######## booth_mul ########
`config.mk`:
```
export PLATFORM = sky130hd
export DESIGN_NAME = booth_mul
export DESIGN_NICKNAME = d
export VERILOG_FILES = /design/src/rtl/booth_mul.sv
export SDC_FILE = /design/constraint.sdc
export NUM_CORES = 1
export LEC_CHECK = 0
export CAP_MARGIN = 10
export CORE_AREA = 2 2 60 62
export DETAILED_ROUTE_END_ITERATION = 10
export DIE_AREA = 0 0 62 64
export GPL_ROUTABILITY_DRIVEN = 1
export GPL_TIMING_DRIVEN = 1
export PLACE_DENSITY = 0.74
export SETUP_SLACK_MARGIN = 0.3
export SKIP_CTS_REPAIR_TIMING = 1
export SYNTH_ARGS = -nofsm -noshare
export SYNTH_HDL_FRONTEND = slang
export SYNTH_SLANG_ARGS = --single-unit
```
`constraint.sdc`:
```
create_clock -name clk -period 2 [get_ports clk]
set_clock_uncertainty 0.2 [all_clocks]
set_input_delay 0.2 -clock clk [delete_from_list [all_inputs] [get_ports clk]]
set_output_delay 0.2 -clock clk [all_outputs]
set_load 0.02 [all_outputs]
```
`src/rtl/booth_mul.sv`:
```
// Sequential radix-2 Booth multiplier for signed two's-complement operands.
// One partial-product step per clock; result registered on the DONE cycle.
module booth_mul #(
    parameter int WIDTH = 4
) (
    input  logic               clk,
    input  logic               rst_n,
    input  logic               start,
    input  logic [WIDTH-1:0]   a,
    input  logic [WIDTH-1:0]   b,
    output logic [2*WIDTH-1:0] product,
    output logic               busy,
    output logic               done
);

    localparam int CW = $clog2(WIDTH + 1);

    typedef enum logic [1:0] {
        IDLE,
        CALC,
        DONE
    } state_t;

    state_t         state;
    state_t         state_next;

    // Accumulator and multiplicand carry one guard bit so -2^(WIDTH-1) negates cleanly.
    logic [WIDTH:0]   acc;
    logic [WIDTH:0]   m;
    logic [WIDTH-1:0] q;
    logic             q_m1;
    logic [CW-1:0]    count;
    logic [WIDTH:0]   sum;

    // State register.
    always_ff @(posedge clk or negedge rst_n) begin
        if (!rst_n) begin
            state <= IDLE;
        end else begin
            state <= state_next;
        end
    end

    // Next-state decode and busy flag.
    always_comb begin
        state_next = state;
        busy       = 1'b0;
        case (state)
            IDLE: begin
                if (start) begin
                    state_next = CALC;
                end
            end
            CALC: begin
                busy = 1'b1;
                if (count == CW'(1)) begin
                    state_next = DONE;
                end
            end
            DONE: begin
                busy       = 1'b1;
                state_next = IDLE;
            end
            default: state_next = IDLE;
        endcase
    end

    // Booth recoding of {Q[0], Q_-1}: add M, subtract M, or pass through.
    always_comb begin
        sum = acc;
        case ({q[0], q_m1})
            2'b01:   sum = acc + m;
            2'b10:   sum = acc + ~m + 1'b1;
            default: sum = acc;
        endcase
    end

    // Datapath: load operands, step add/shift, then publish the result.
    always_ff @(posedge clk or negedge rst_n) begin
        if (!rst_n) begin
            acc     <= '0;
            m       <= '0;
            q       <= '0;
            q_m1    <= 1'b0;
            count   <= '0;
            product <= '0;
            done    <= 1'b0;
        end else begin
            done <= 1'b0;
            case (state)
                IDLE: begin
                    if (start) begin
                        m     <= {a[WIDTH-1], a};
                        q     <= b;
                        q_m1  <= 1'b0;
                        acc   <= '0;
                        count <= CW'(WIDTH);
                    end
                end
                CALC: begin
                    acc   <= {sum[WIDTH], sum[WIDTH:1]};
                    q     <= {sum[0], q[WIDTH-1:1]};
                    q_m1  <= q[0];
                    count <= count - 1'b1;
                end
                DONE: begin
                    product <= {acc[WIDTH-1:0], q};
                    done    <= 1'b1;
                end
                default: ;
            endcase
        end
    end

endmodule
```
######## change_dispenser ########
## config.mk

```make
export PLATFORM = sky130hd
export DESIGN_NAME = change_dispenser
export DESIGN_NICKNAME = d
export VERILOG_FILES = /design/src/rtl/change_dispenser.sv
export SDC_FILE = /design/constraint.sdc
export NUM_CORES = 1
export LEC_CHECK = 0
export CORE_MARGIN = 5
export CORE_UTILIZATION = 50
export DETAILED_ROUTE_END_ITERATION = 10
export PLACE_DENSITY_LB_ADDON = 0.2
export SLEW_MARGIN = 25
export SYNTH_ARGS = -nofsm -noshare
export SYNTH_HDL_FRONTEND = slang
export SYNTH_SLANG_ARGS = --single-unit
```

## constraint.sdc

```tcl
create_clock -name clock -period 3.7 [get_ports clock]
set_clock_uncertainty 0.1 [all_clocks]
set_input_delay 0.925 -clock clock [delete_from_list [all_inputs] [get_ports clock]]
set_output_delay 0.925 -clock clock [all_outputs]
set_load 0.03 [all_outputs]
```

## src/rtl/change_dispenser.sv

```systemverilog
// change_dispenser: queues sale strobes, drives the brew actuator, then pays change through a coin hopper handshake.
// Define CHANGE_100_EN to enable 100-coin payout; otherwise coin100 stays 0 and all change goes out as 50 coins.
module change_dispenser #(
    parameter int BREW_CYCLES = 8,
    parameter int QUEUE_DEPTH = 4,
    parameter int ACK_TIMEOUT = 16
) (
    input  logic       clock,
    input  logic       reset,
    input  logic       coffee,
    input  logic [1:0] remain,
    input  logic       coin_ack,
    output logic       brew,
    output logic       coin50,
    output logic       coin100,
    output logic       busy,
    output logic       overflow,
    output logic       fault
);

`ifdef CHANGE_100_EN
    localparam logic EN_100 = 1'b1;
`else
    localparam logic EN_100 = 1'b0;
`endif

    localparam int PTR_W   = $clog2(QUEUE_DEPTH);
    localparam int CNT_MAX = (BREW_CYCLES > ACK_TIMEOUT) ? BREW_CYCLES : ACK_TIMEOUT;
    localparam int CNT_W   = $clog2(CNT_MAX + 1);

    localparam logic [CNT_W-1:0] CNT_ZERO  = CNT_W'(0);
    localparam logic [CNT_W-1:0] CNT_ONE   = CNT_W'(1);
    localparam logic [CNT_W-1:0] BREW_LAST = CNT_W'(BREW_CYCLES - 1);
    localparam logic [CNT_W-1:0] ACK_LAST  = CNT_W'(ACK_TIMEOUT - 1);
    localparam logic [PTR_W-1:0] PTR_ONE   = PTR_W'(1);
    localparam logic [PTR_W:0]   Q_ZERO    = (PTR_W + 1)'(0);
    localparam logic [PTR_W:0]   Q_ONE     = (PTR_W + 1)'(1);
    localparam logic [PTR_W:0]   Q_FULL    = (PTR_W + 1)'(QUEUE_DEPTH);

    typedef enum logic [2:0] {
        S_IDLE  = 3'd0,
        S_BREW  = 3'd1,
        S_PAY   = 3'd2,
        S_GAP   = 3'd3,
        S_FAULT = 3'd4
    } state_t;

    state_t           state_q;
    logic [1:0]       owed_q;
    logic [CNT_W-1:0] cnt_q;
    logic             brew_q;
    logic             coin50_q;
    logic             coin100_q;
    logic             busy_q;
    logic             overflow_q;
    logic             fault_q;

    logic [1:0]       mem_q [QUEUE_DEPTH];
    logic [PTR_W-1:0] wr_ptr_q;
    logic [PTR_W-1:0] rd_ptr_q;
    logic [PTR_W:0]   count_q;
    logic [PTR_W:0]   count_d;

    logic             full_s;
    logic             pop_s;
    logic             push_s;
    logic             go_idle_s;
    logic             sel_100_s;

    // Queue storage; occupancy is tracked by the pointers, so entries need no reset.
    always_ff @(posedge clock) begin
        if (push_s) begin
            mem_q[wr_ptr_q] <= remain;
        end
    end

    // Queue pointers and occupancy.
    always_ff @(posedge clock) begin
        if (reset) begin
            wr_ptr_q <= {PTR_W{1'b0}};
            rd_ptr_q <= {PTR_W{1'b0}};
            count_q  <= Q_ZERO;
        end else begin
            if (push_s) begin
                wr_ptr_q <= wr_ptr_q + PTR_ONE;
            end
            if (pop_s) begin
                rd_ptr_q <= rd_ptr_q + PTR_ONE;
            end
            count_q <= count_d;
        end
    end

    // Push/pop arbitration and the next-state terms that feed the registered busy flag.
    always_comb begin
        full_s = (count_q == Q_FULL);
        pop_s  = (state_q == S_IDLE) && (count_q != Q_ZERO);
        push_s = coffee && (!full_s || pop_s);
        if (push_s && !pop_s) begin
            count_d = count_q + Q_ONE;
        end else if (!push_s && pop_s) begin
            count_d = count_q - Q_ONE;
        end else begin
            count_d = count_q;
        end
        go_idle_s = ((state_q == S_IDLE) && !pop_s) ||
                    ((state_q == S_BREW) && (cnt_q == CNT_ZERO) && (owed_q == 2'd0)) ||
                    ((state_q == S_GAP) && (owed_q == 2'd0));
        sel_100_s = EN_100 & owed_q[1];
    end

    // Sale sequencer with registered actuator, status and sticky flags.
    always_ff @(posedge clock) begin
        if (reset) begin
            state_q    <= S_IDLE;
            owed_q     <= 2'd0;
            cnt_q      <= CNT_ZERO;
            brew_q     <= 1'b0;
            coin50_q   <= 1'b0;
            coin100_q  <= 1'b0;
            busy_q     <= 1'b0;
            overflow_q <= 1'b0;
            fault_q    <= 1'b0;
        end else begin
            busy_q <= !go_idle_s || (count_d != Q_ZERO);
            if (coffee && !push_s) begin
                overflow_q <= 1'b1;
            end
            case (state_q)
                S_IDLE: begin
                    if (pop_s) begin
                        state_q <= S_BREW;
                        owed_q  <= mem_q[rd_ptr_q];
                        cnt_q   <= BREW_LAST;
                        brew_q  <= 1'b1;
                    end
                end
                S_BREW: begin
                    if (cnt_q == CNT_ZERO) begin
                        brew_q <= 1'b0;
                        if (owed_q == 2'd0) begin
                            state_q <= S_IDLE;
                        end else begin
                            state_q   <= S_PAY;
                            coin100_q <= sel_100_s;
                            coin50_q  <= !sel_100_s;
                        end
                    end else begin
                        cnt_q <= cnt_q - CNT_ONE;
                    end
                end
                S_PAY: begin
                    // An ack in the final allowed cycle still wins over the timeout.
                    if (coin_ack) begin
                        owed_q    <= owed_q - (coin100_q ? 2'd2 : 2'd1);
                        coin50_q  <= 1'b0;
                        coin100_q <= 1'b0;
                        state_q   <= S_GAP;
                    end else if (cnt_q == ACK_LAST) begin
                        coin50_q  <= 1'b0;
                        coin100_q <= 1'b0;
                        fault_q   <= 1'b1;
                        state_q   <= S_FAULT;
                    end else begin
                        cnt_q <= cnt_q + CNT_ONE;
                    end
                end
                S_GAP: begin
                    if (owed_q != 2'd0) begin
                        state_q   <= S_PAY;
                        cnt_q     <= CNT_ZERO;
                        coin100_q <= sel_100_s;
                        coin50_q  <= !sel_100_s;
                    end else begin
                        state_q <= S_IDLE;
                    end
                end
                S_FAULT: begin
                    fault_q   <= 1'b1;
                    brew_q    <= 1'b0;
                    coin50_q  <= 1'b0;
                    coin100_q <= 1'b0;
                end
                default: begin
                    state_q   <= S_IDLE;
                    brew_q    <= 1'b0;
                    coin50_q  <= 1'b0;
                    coin100_q <= 1'b0;
                end
            endcase
        end
    end

    assign brew     = brew_q;
    assign coin50   = coin50_q;
    assign coin100  = coin100_q;
    assign busy     = busy_q;
    assign overflow = overflow_q;
    assign fault    = fault_q;

endmodule

```

Figure 1. Clock network drawn from the DEF (booth_mul).
Drawn at 10 px/um.
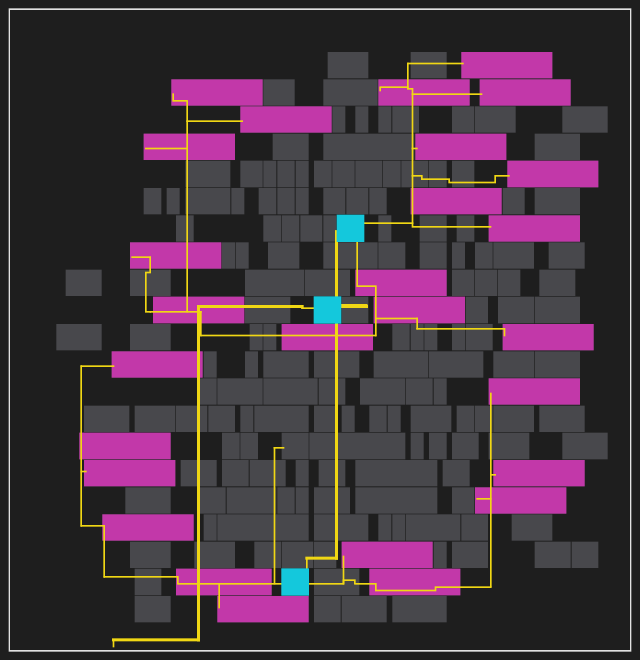
legend:
  cells driving clock nets:
    colour: cyan
    count: 3
  clock wires:
    colour: yellow
    length: 359 um
  flip-flops:
    colour: magenta
    count: 27
routed clock nets: 4
clock power share: 7.4%
clock latency on the worst-skew pair: 0.35 ns
Clk. pwr: 253 uW

==> out/README.md, booth_mul <==
| Group | Quantity | This run |
|:---|:---|:---|
| status | Outcome | finished with violations |
| status | Violations in the final reports | negative hold slack |
| layout | Final-stage net count | 214 |
| logic synthesis | Top comb family, area | AND-OR/OR-AND gates |
| final timing | Final-layout worst hold slack | -0.00372 ns |
| route | Met2 wirelength from detailed routing | 1.74 mm |
| setup path | CP cell instances | inv_1 > ha_2 > fa_2 > inv_2 > a211oi_2 > a221oi_2 > o41ai_2 > a22o_1 |
| power and ir drop | Combinational power | 2220 uW |
| setup path | Critical path capture point type | register |
| global route | All-Layer GR Usage | 19.4% |
| layout | Buffers outside the clock class | 36 |
| logic synthesis | MUX area fraction | 8.54% |
| layout | Number of clock buffer instances in the layout | 3 |
| clock network | Cell chosen for the clock root | sky130_fd_sc_hd__clkbuf_4 |
| placed design | Cell Count Post-Placement | 224 |
| final timing | Final tally of hold violations | 14 |
==> booth_mul: metrics by stage <==
| stage | setup slack, ns | setup TNS [ns] | hold slack [ns] | util (%) |
|---|---|---|---|---|
| floorplan | 0.0627 | 0 | -0.296 | - |
| global placement | 0.0301 | 0 | 0.266 | 57.8 |
| detailed placement | -0.0476 | -0.0556 | 0.279 | 57.8 |
| CTS | -0.114 | -0.246 | 0.00175 | 58.7 |
| global route | -0.0713 | -0.102 | 0.0209 | 63.4 |
| finish | 0.000346 | 0 | -0.00372 | 63.4 |
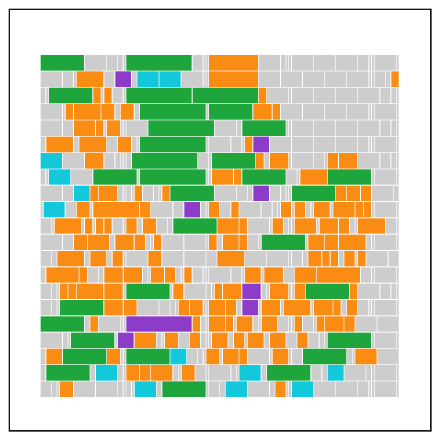
Figure 2: change_dispenser, placed cells, one colour a class.
Drawn at 6 px/um. Fill, decap, tap and diode cells in grey.
legend:
  clock drivers and dummy loads:
    colour: purple
    cells: 8
  other buffers and delay cells:
    colour: cyan
    cells: 13
  all other logic:
    colour: orange
    cells: 143
  flip-flops:
    colour: green
    cells: 32
Core Region: 3420 um2
placement row count: 21
Non-Filler Cell Area, Final: 1990 um2
sequential cell area share: 36.1%

==> out/README.md, change_dispenser <==
| Group | Quantity | This run |
|:---|:---|:---|
| logic synthesis | Synth Area in Adders | 9.31% |
| layout | Non-Clock Buffer Area Fraction | 6.15% |
| logic synthesis | Synthesized area | 1800 um2 |
| setup path | Delay of the slowest cell on the worst path | 0.60 ns |
| logic synthesis | Number of flip-flops and latches in the synthesized netlist | 32 |
| logic synthesis | Summed standard-cell area reported by yosys | 1800 um2 |
| final timing | Final Worst Setup Slack | 1.01 ns |
| setup path | Depth of the worst register-to-register path | 8 |
| clock network | Number of H-tree levels | 2 |
| route | Via Count | 1342 |
| power and ir drop | Clock power share | 16.7% |
| floorplanning | Total Die Area | 4900 um2 |
| power and ir drop | Leakage | 0.000785 uW |
| status | Outcome | finished clean |
| setup path | CP most frequent cell | sky130_fd_sc_hd__a21oi_1 |
| layout | Buffers outside the clock class | 13 |
| min path | Worst hold path endpoint | fault |
| setup path | Buffers and inverters on the worst path | 1 |
| final timing | Clock period minus final worst setup slack | 2.69 ns |
| global route | Vias in the first global route | 1316 |
| power and ir drop | Switching part of the total | 41.0% |
| power and ir drop | Internal power | 970 uW |
| route | Total wire length | 3.46 mm |
| clock network | CTS resizes | 0 |
| clock network | CTS buffer count | 5 |
| power and ir drop | Main power group | combinational cells |
| clock network | CTS tree | done |
-- change_dispenser: state kept, by name, indices dropped and copies added, names as in the netlist, named ones only --
signal,count
mem_q,8
cnt_q,5
count_q,3
state_q,3
owed_q,2
rd_ptr_q,2
wr_ptr_q,2
brew,1
busy,1
coin50,1
fault,1
overflow,1
-- change_dispenser: metal layers --
layer | part of all wire (%) | global-route usage [%]
met3 | 2.7 | 4.30
met2 | 47 | 24.4
met1 | 48 | 18.2
met5 | 0 | 0
met4 | 1.6 | 5.74


==> layout pictures side by side <==
Close-up of the layout.
shot_01.png
Region (23, 23) to (48, 48) um. Cells in grey, sequential cells in the stronger grey; small squares are vias.
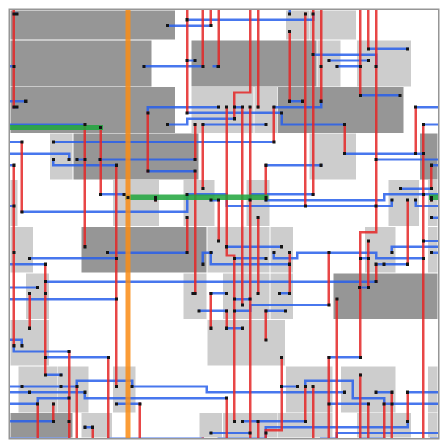
shot_02.png
Region (18, 20) to (43, 45) um. Cells in grey, sequential cells in the stronger grey; small squares are vias.
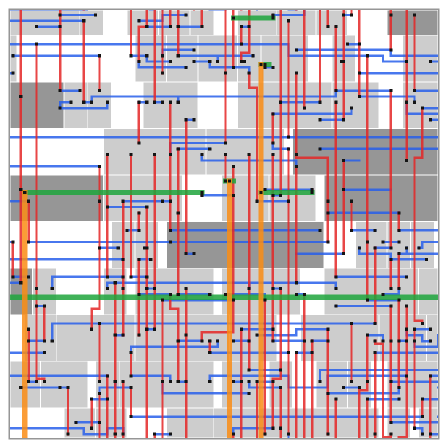
booth_mul: shot_02.png
change_dispenser: shot_01.png

Key to shot_02.png:
legend:
  met1:
    colour: blue
  met3:
    colour: green
  met4:
    colour: orange
  met2:
    colour: red
sequential cells in the window: 4
cells with their middle in the window: 61
most frequent: inv_1 (7), nand2_1 (5), buf_4 (5)

No activity file was given, so power comes from the tool's default toggle rates.
